# keypad_scanner

### Cell density map, keypad_scanner

The bar under the picture is 20 um long. 12 x 12 tiles, from white (low) to dark blue (high), 0 to 100% covered.
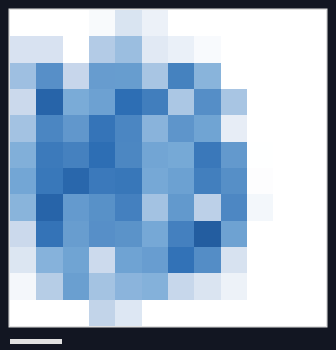

**config.mk**
```make
export PLATFORM = sky130hd
export DESIGN_NAME = keypad_scanner
export DESIGN_NICKNAME = d
export VERILOG_FILES = /design/src/rtl/keypad_scanner.sv
export SDC_FILE = /design/constraint.sdc
export NUM_CORES = 1
export LEC_CHECK = 0
export ABC_CLOCK_PERIOD_IN_PS = 11800
export CAP_MARGIN = 20
export CORE_MARGIN = 1.5
export CORE_UTILIZATION = 30
export CTS_CLUSTER_SIZE = 8
export DETAILED_ROUTE_END_ITERATION = 7
export REMOVE_ABC_BUFFERS = 1
export SETUP_SLACK_MARGIN = 0.02
export SLEW_MARGIN = 30
export SYNTH_ARGS = -nofsm -noshare
export SYNTH_HDL_FRONTEND = slang
export SYNTH_SLANG_ARGS = --single-unit
```
**constraint.sdc**
```tcl
create_clock -name clk -period 11.8 [get_ports clk]
set_clock_uncertainty 0.1 [all_clocks]
set_input_delay 3.54 -clock clk [delete_from_list [all_inputs] [get_ports clk]]
set_output_delay 3.54 -clock clk [all_outputs]
set_load 0.05 [all_outputs]
```
**src/rtl/keypad_scanner.sv**
```systemverilog
// keypad_scanner: 4x4 matrix keypad column scanner with debounced hex key output
module keypad_scanner #(
  parameter int SCAN_DIV       = 50000,
  parameter int DEBOUNCE_SCANS = 4
) (
  input  logic       clk,
  input  logic       rst,
  input  logic [3:0] row,
  output logic [3:0] col,
  output logic [3:0] key,
  output logic       key_valid,
  output logic       key_held,
  output logic       multi
);
  localparam int DW = $clog2(SCAN_DIV);
  localparam int CW = $clog2(DEBOUNCE_SCANS + 1);
  localparam logic [DW-1:0] DLAST = DW'(SCAN_DIV - 1);
  localparam logic [CW-1:0] CMAX = CW'(DEBOUNCE_SCANS);
  // Nibble (r*4+c) holds the hex code printed on the key at row r, column c
  localparam logic [63:0] KEY_MAP = 64'hDEF0_C987_B654_A321;

  typedef enum logic [1:0] {IDLE, CAND, PRESSED, RELEASE} state_t;

  logic [3:0]    row_s1, row_s2;
  logic [DW-1:0] div;
  logic [1:0]    col_idx;
  logic [3:0]    samp [4];
  logic          tick, scan_end;
  logic [4:0]    n_keys;
  logic [3:0]    code;
  logic          none, single, mul;
  state_t        state, state_n;
  logic [CW-1:0] cnt, cnt_n, cnt_inc;
  logic [3:0]    cand, cand_n, key_n;
  logic          valid_n, multi_n;

  assign tick     = (div == DLAST);
  assign scan_end = tick && (col_idx == 2'd3);
  assign col      = ~(4'b0001 << col_idx);
  assign key_held = (state == PRESSED) || (state == RELEASE);
  assign none     = (n_keys == 5'd0);
  assign single   = (n_keys == 5'd1);
  assign mul      = (n_keys > 5'd1);
  assign cnt_inc  = (cnt == CMAX) ? cnt : cnt + 1'b1;

  // Row synchronizer, dwell counter, per-column row sampling and column advance
  always_ff @(posedge clk or negedge rst) begin
    if (!rst) begin
      row_s1  <= 4'hF;
      row_s2  <= 4'hF;
      div     <= '0;
      col_idx <= '0;
      for (int i = 0; i < 4; i++) samp[i] <= 4'hF;
    end else begin
      row_s1 <= row;
      row_s2 <= row_s1;
      div    <= tick ? '0 : div + 1'b1;
      if (tick) begin
        samp[col_idx] <= row_s2;
        col_idx       <= col_idx + 2'd1;
      end
    end
  end

  // Classify the full scan; column 3 is taken live since its sample lands on this edge
  always_comb begin
    n_keys = '0;
    code   = '0;
    for (int c = 0; c < 4; c++)
      for (int r = 0; r < 4; r++)
        if (!((c == 3) ? row_s2[r] : samp[c][r])) begin
          n_keys = n_keys + 5'd1;
          code   = KEY_MAP[(r * 4 + c) * 4 +: 4];
        end
  end

  // Debounce state and output registers
  always_ff @(posedge clk or negedge rst) begin
    if (!rst) begin
      state     <= IDLE;
      cnt       <= '0;
      cand      <= '0;
      key       <= '0;
      key_valid <= 1'b0;
      multi     <= 1'b0;
    end else begin
      state     <= state_n;
      cnt       <= cnt_n;
      cand      <= cand_n;
      key       <= key_n;
      key_valid <= valid_n;
      multi     <= multi_n;
    end
  end

  // Debounce next-state: only acts on scan end; a new key needs a full release first
  always_comb begin
    state_n = state;
    cnt_n   = cnt;
    cand_n  = cand;
    key_n   = key;
    valid_n = 1'b0;
    multi_n = multi;
    if (scan_end) begin
      multi_n = mul;
      case (state)
        IDLE: if (single) begin
          cand_n  = code;
          cnt_n   = CW'(1);
          state_n = (DEBOUNCE_SCANS == 1) ? PRESSED : CAND;
          key_n   = (DEBOUNCE_SCANS == 1) ? code : key;
          valid_n = (DEBOUNCE_SCANS == 1);
        end
        CAND: if (single && code == cand) begin
          cnt_n = cnt_inc;
          if (cnt_inc == CMAX) begin
            state_n = PRESSED;
            key_n   = cand;
            valid_n = 1'b1;
          end
        end else if (single) begin
          cand_n = code;
          cnt_n  = CW'(1);
        end else begin
          state_n = IDLE;
          cnt_n   = '0;
        end
        PRESSED: if (none) begin
          cnt_n   = (DEBOUNCE_SCANS == 1) ? '0 : CW'(1);
          state_n = (DEBOUNCE_SCANS == 1) ? IDLE : RELEASE;
        end
        RELEASE: if (none) begin
          cnt_n   = (cnt_inc == CMAX) ? '0 : cnt_inc;
          state_n = (cnt_inc == CMAX) ? IDLE : RELEASE;
        end else begin
          state_n = PRESSED;
          cnt_n   = CMAX;
        end
        default: state_n = IDLE;
      endcase
    end
  end
endmodule
```
# rx_control

===== config.mk =====
export PLATFORM = sky130hd
export DESIGN_NAME = rx_control
export DESIGN_NICKNAME = d
export VERILOG_FILES = /design/src/rtl/rx_control_pkg.sv /design/src/rtl/rx_byte_timer.sv /design/src/rtl/rx_control.sv
export SDC_FILE = /design/constraint.sdc
export NUM_CORES = 1
export LEC_CHECK = 0
export ABC_CLOCK_PERIOD_IN_PS = 2600
export CORE_MARGIN = 2
export CORE_UTILIZATION = 30
export DETAILED_ROUTE_END_ITERATION = 16
export GPL_TIMING_DRIVEN = 0
export PLACE_DENSITY = 0.5
export SLEW_MARGIN = 20
export SYNTH_ARGS = -nofsm -noshare
export SYNTH_HDL_FRONTEND = slang
export SYNTH_SLANG_ARGS = --single-unit

===== constraint.sdc =====
create_clock -name clk -period 2.6 [get_ports clk]
set_clock_uncertainty 0.05 [all_clocks]
set_input_delay 0.39 -clock clk [delete_from_list [all_inputs] [get_ports clk]]
set_output_delay 0.39 -clock clk [all_outputs]
set_load 0.1 [all_outputs]

===== src/rtl/rx_control_pkg.sv =====
// Shared types and widths for the UART receive-side word assembler.
package rx_control_pkg;

  localparam int BYTE_W = 8;
  localparam int WORD_W = 16;

  typedef enum logic [2:0] {
    IDLE     = 3'd0,
    WAIT_HI  = 3'd1,
    WAIT_CHK = 3'd2,
    DONE     = 3'd3,
    TOUT     = 3'd4
  } state_t;

endpackage


===== src/rtl/rx_byte_timer.sv =====
// Saturating inter-byte timer; expired is high while the count sits at TIMEOUT_CYCLES-1.
module rx_byte_timer #(
  parameter int TIMEOUT_CYCLES = 100000
) (
  input  logic clk,
  input  logic reset,
  input  logic clr,
  input  logic en,
  output logic expired
);

  localparam int CNT_W = $clog2(TIMEOUT_CYCLES + 1);
  localparam logic [CNT_W-1:0] LAST = CNT_W'(TIMEOUT_CYCLES - 1);

  logic [CNT_W-1:0] cnt_q, cnt_d;

  assign expired = (cnt_q == LAST);

  always_comb begin
    cnt_d = cnt_q;
    if (clr)                cnt_d = '0;
    else if (en && !expired) cnt_d = cnt_q + 1'b1;
  end

  always_ff @(posedge clk) begin
    if (!reset) cnt_q <= '0;
    else        cnt_q <= cnt_d;
  end

endmodule


===== src/rtl/rx_control.sv =====
// Reassembles low-byte-first UART bytes into 16-bit words with inter-byte timeout.
// Optional third checksum byte (byte0 ^ byte1) enabled by defining RX_CHECKSUM_EN.
module rx_control
  import rx_control_pkg::*;
#(
  parameter int TIMEOUT_CYCLES = 100000
) (
  input  logic              clk,
  input  logic              reset,
  input  logic              rx_ready,
  input  logic [BYTE_W-1:0] rx_data,
  output logic [WORD_W-1:0] data_out,
  output logic              data_valid,
  output logic              timeout_err,
`ifdef RX_CHECKSUM_EN
  output logic              chk_err,
`endif
  output logic [2:0]        id
);

  state_t            state_q, state_d;
  logic [BYTE_W-1:0] byte0_q, byte0_d;
  logic [WORD_W-1:0] data_out_q, data_out_d;
  logic              dv_q, dv_d;
  logic              to_q, to_d;
  logic              expired;
  logic              waiting;
`ifdef RX_CHECKSUM_EN
  logic [BYTE_W-1:0] byte1_q, byte1_d;
  logic              chk_q, chk_d;
`endif

  // Every state consumes an arriving byte, so any rx_ready restarts the timer.
  assign waiting = (state_q == WAIT_HI) || (state_q == WAIT_CHK);

  rx_byte_timer #(
    .TIMEOUT_CYCLES(TIMEOUT_CYCLES)
  ) u_timer (
    .clk     (clk),
    .reset   (reset),
    .clr     (rx_ready),
    .en      (waiting && !rx_ready),
    .expired (expired)
  );

  always_comb begin
    state_d    = state_q;
    byte0_d    = byte0_q;
    data_out_d = data_out_q;
`ifdef RX_CHECKSUM_EN
    byte1_d    = byte1_q;
    chk_d      = 1'b0;
`endif
    case (state_q)
      IDLE: begin
        if (rx_ready) begin
          byte0_d = rx_data;
          state_d = WAIT_HI;
        end
      end
      WAIT_HI: begin
        if (rx_ready) begin
`ifdef RX_CHECKSUM_EN
          byte1_d = rx_data;
          state_d = WAIT_CHK;
`else
          data_out_d = {rx_data, byte0_q};
          state_d    = DONE;
`endif
        end else if (expired) begin
          state_d = TOUT;
        end
      end
`ifdef RX_CHECKSUM_EN
      WAIT_CHK: begin
        if (rx_ready) begin
          if (rx_data == (byte0_q ^ byte1_q)) begin
            data_out_d = {byte1_q, byte0_q};
            state_d    = DONE;
          end else begin
            chk_d   = 1'b1;
            state_d = IDLE;
          end
        end else if (expired) begin
          state_d = TOUT;
        end
      end
`endif
      DONE, TOUT: begin
        if (rx_ready) begin
          byte0_d = rx_data;
          state_d = WAIT_HI;
        end else begin
          state_d = IDLE;
        end
      end
      default: state_d = IDLE;
    endcase
    dv_d = (state_d == DONE);
    to_d = (state_d == TOUT);
  end

  always_ff @(posedge clk) begin
    if (!reset) begin
      state_q    <= IDLE;
      byte0_q    <= '0;
      data_out_q <= '0;
      dv_q       <= 1'b0;
      to_q       <= 1'b0;
`ifdef RX_CHECKSUM_EN
      byte1_q    <= '0;
      chk_q      <= 1'b0;
`endif
    end else begin
      state_q    <= state_d;
      byte0_q    <= byte0_d;
      data_out_q <= data_out_d;
      dv_q       <= dv_d;
      to_q       <= to_d;
`ifdef RX_CHECKSUM_EN
      byte1_q    <= byte1_d;
      chk_q      <= chk_d;
`endif
    end
  end

  assign data_out    = data_out_q;
  assign data_valid  = dv_q;
  assign timeout_err = to_q;
  assign id          = state_q;
`ifdef RX_CHECKSUM_EN
  assign chk_err     = chk_q;
`endif

endmodule


==> gallery <==
PDN straps and rails.
The bar under the picture is 20 um long. Pins as bars on the die edge. Tap cells in grey.
Plate I
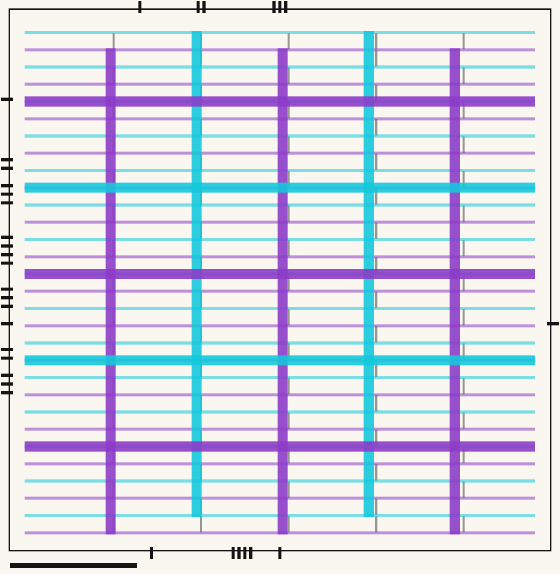
Plate II
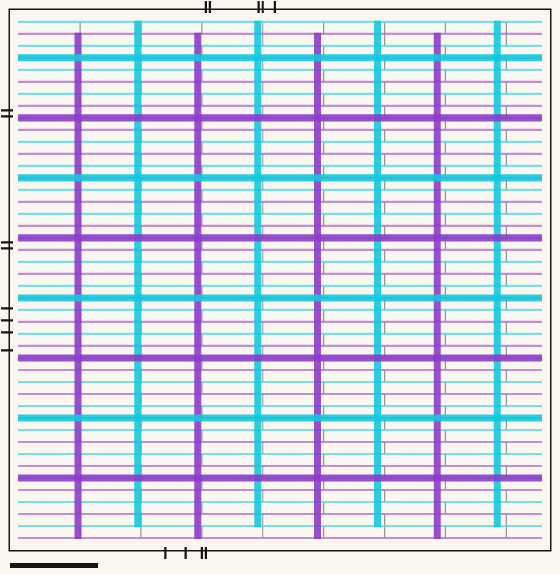
Of these, largest die: Plate II
Of these, most pins: Plate I
- Plate I = rx_control
- Plate II = keypad_scanner

Key to Plate I:
- cyan: VDD
- purple: VSS
- met5 straps: 5
- signal pins: 32
- met1 rails: 30
- met4 straps: 5
- rows: 29

### I/O nets highlighted, rx_control

The bar under the picture is 20 um long.
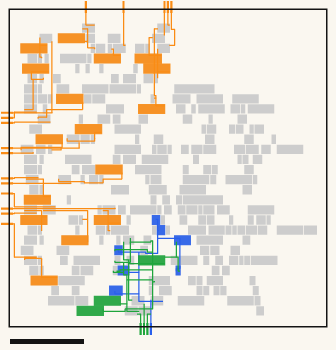
- blue: `rx_ready` (bits 1; direction input; edge bottom; end cells 7; buffers 1; wire 73.0 um)
- green: `id` (bits 3; direction output; edge bottom; end cells 3; buffers 3; wire 155 um)
- orange: `data_out` (bits 16; direction output; edge 11 left, 5 top; end cells 16; buffers 16; wire 423 um)

==> run notes, rx_control <==
In this run the worst setup path begins at id[1]. Summing all multi-input logic gate instances after layout gives 0.00101 mm2. The flow ran to the end, and the final reports show no timing, DRC or antenna violations. The DRC violation total left in the routed layout is recorded as 0. Counting every net in the synthesized netlist gives 233.

Power spread over the standard cell area amounts to 631 mW/mm2. STA puts the critical path data required time at 2.16 ns. The capture point of the critical path was reported as id[1]. STA classifies the critical path startpoint as a flop. For the number of non-filler instances in the completed layout, the log shows 337. The launch point of the worst min-delay path is recorded as data_out[0].

The synthesized netlist was found by Yosys to have 221 cells. By area the synthesized netlist is led by sky130_fd_sc_hd__dfxtp_1, sky130_fd_sc_hd__nand2_1, sky130_fd_sc_hd__a21boi_1, sky130_fd_sc_hd__mux2i_1, sky130_fd_sc_hd__or4_1. The floorplan core density was 31.1%.

The run gives 3200 um as the post-detailed-placement half-perimeter wirelength. Summed over all failing endpoints, the final setup total negative slack is 0 ns. The final weighted congestion of routability-driven global placement was 0.708. For the count of cells resized by post-cts repair, the log shows 0. The class occupying the most area after layout is reported as multi-input combinational cells.

For the post-route antenna net violation count, the log shows 0. Routing resource usage on met2 recorded by global route was 21.2%. In the hold report, the worst path ends at data_out[0].

The final hold slack is 0.406 ns, and the final critical-path required period is 2.44 ns. The buffer_ports step reported a buffer count of 31. The post-route utilization of the core is recorded as 39.8%.

The synthesized design devotes to its leading area cell type 46.6% of total area. Core box area: 0.00635 mm2. Per the power-grid run, VDD falls by no more than 0.278 mV. The arrival time of data at the critical path endpoint is 2.00 ns.

Counting the clock-network buffers in the layout gives 6. The logs give 0 for the hold violation total from the final report and 0.00159 W for the total power of the final layout. STA classifies the critical path endpoint as an output pin. For the post-CTS setup buffer count, the log shows 0. The cell at the slowest stage of the critical path is sky130_fd_sc_hd__clkdlybuf4s50_1. The cell at the root of the clock tree was sky130_fd_sc_hd__clkbuf_8.

At the end of the flow, the number of nets in the layout was 271. The largest single stage delay on the critical path is 1.19 ns. The cell family contributing the most delay on the critical path is buffers and inverters. With the floorplan die width at 85.2 um, the multi-input combinational cell count is 164. The number of buffers inserted by hold repair at cts is 0. The tools report the initial antenna violation count as 0.
==> rx_control: registers in the layout, summed over array words and instances, names as in the netlist <==
name / count
timeout_err: 1
u_timer.cnt_q: 17
data_out: 16
data_valid: 1
id: 3
byte0_q: 8
==> rx_control: cell families after synthesis <==
group,Yosys count,synth area share (%)
flops,46,46.6
compound gates,41,14.1
mux,8,4.05
fa+ha+maj,1,0.633
xor+xnor,2,1.27
buf+inv,11,2.15
simple gates,112,31.2
==> rx_control: power breakdown <==
group	switching [W]	internal (W)	leakage, nW
logic	0.000136	0.0000625	0.459
clock network	0.000247	0.000410	0.0714
registers	0.0000130	0.000723	0.373
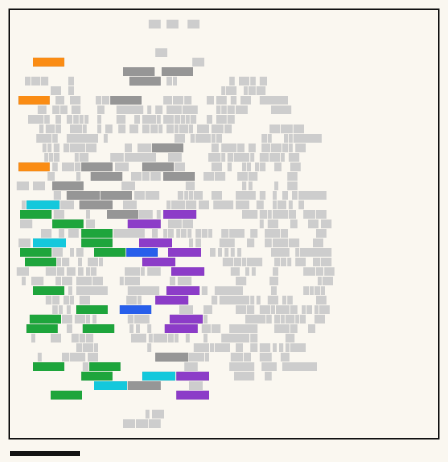
*Sequential cells coloured by netlist name, keypad_scanner*
The bar under the picture is 20 um long.
- cyan: `row_s1` (sequential cells 4)
- orange: `cnt` (sequential cells 3)
- blue: `col_idx` (sequential cells 2)
- purple: `samp` (sequential cells 12)
- green: `div` (sequential cells 16)
- not coloured: 16

## Picture notes: 'Cell density map' of keypad_scanner
- mean over tiles: 30%
- tiles over 75% full: 3.5%
- densest ninth of the die: middle left
- emptiest ninth of the die: upper right
- nearly empty tiles: 35%
- fullest tile: 82%

==> run notes, keypad_scanner <==
The worst setup path is captured at a flop. Summing all placed instances gives a cell area of 0.00458 mm2. In this run the most used layer during global routing was met2. For reference, the mux area share after synthesis is 6.67%. The worst-case reg-to-reg setup slack stands at 1.0 ns.

With the arrival time of data at the critical path endpoint at 10.88 ns, the count of non-CTS buffers in the layout is 18. The part of the Yosys area used for sequential elements is 31.6%, and the combinational gate area is 0.00275 mm2. The timing report gives the biggest stage delay along the critical path as 0.55 ns. The run gives 58.0% for the logic share of the area. The flow ran to the end, and the final reports show no timing, DRC or antenna violations. The buffer_ports step reported a buffer count of 16. In this run the power spent charging and discharging nets is 0.0000870 W. The floorplan step records an initial core utilization of 30.8%. On met2, the global router reports a usage of 21.4%. The sum of routed wire segments on met1 was 3860 um. The number of maximum-capacitance violations recorded for the run is 0. Measured along the y axis, the die boundary spans 122 um.

After layout, the worst path uses 91.5% of the clock period. The via count of the first global-routing pass was 3298. Across all stage logs, warnings added up to 31.

Row generation in the floorplan step produced 43 rows. The run gives 1442 for the layout filler cell count. The number of antenna diodes in the final layout is 0.

Setup repair after global routing left no endpoint under its margin. Once placement completed, the tool counted placed cells totaling 645. Highest fanout seen on the critical path: 10. Signal nets in the final route climb as high as met4.
## keypad_scanner: placed cells by master (no fill, tap or decap), types with 19 or more instances in the layout
cell type	count
sky130_fd_sc_hd__a21oi_1	19
sky130_fd_sc_hd__inv_1	26
sky130_fd_sc_hd__dfrtp_1	33
sky130_fd_sc_hd__ha_1	23
sky130_fd_sc_hd__nor2_1	30
sky130_fd_sc_hd__nand2_1	52
sky130_fd_sc_hd__dfstp_2	20
sky130_fd_sc_hd__xnor2_1	31
sky130_fd_sc_hd__o21ai_0	26
sky130_fd_sc_hd__xor2_1	20


==> gallery <==
Placement view.
picture 1
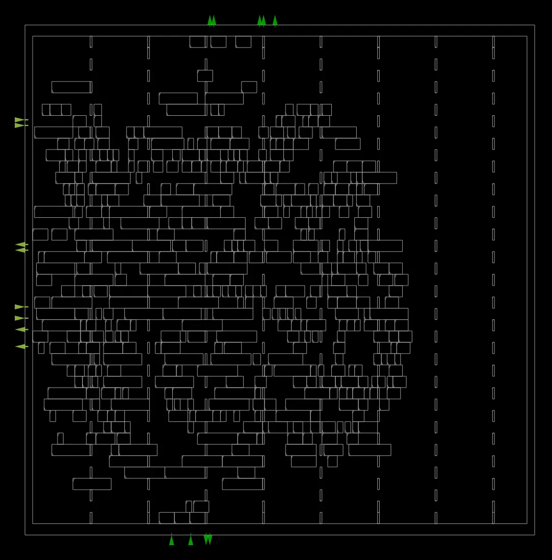
picture 2
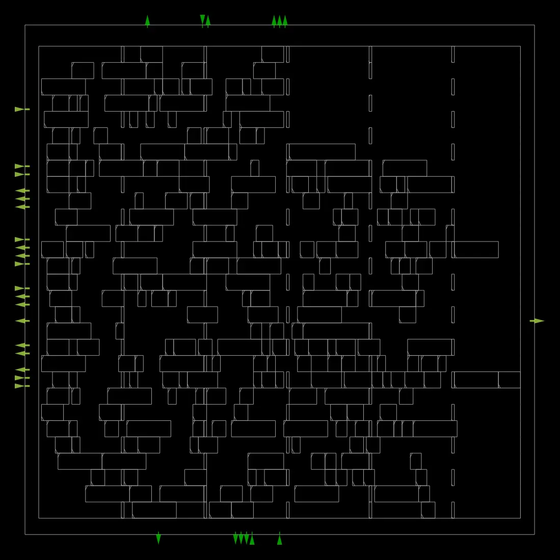
- picture 2 = rx_control
- picture 1 = keypad_scanner
- highest utilization: picture 2

Power is estimated from default activity; no workload was simulated.
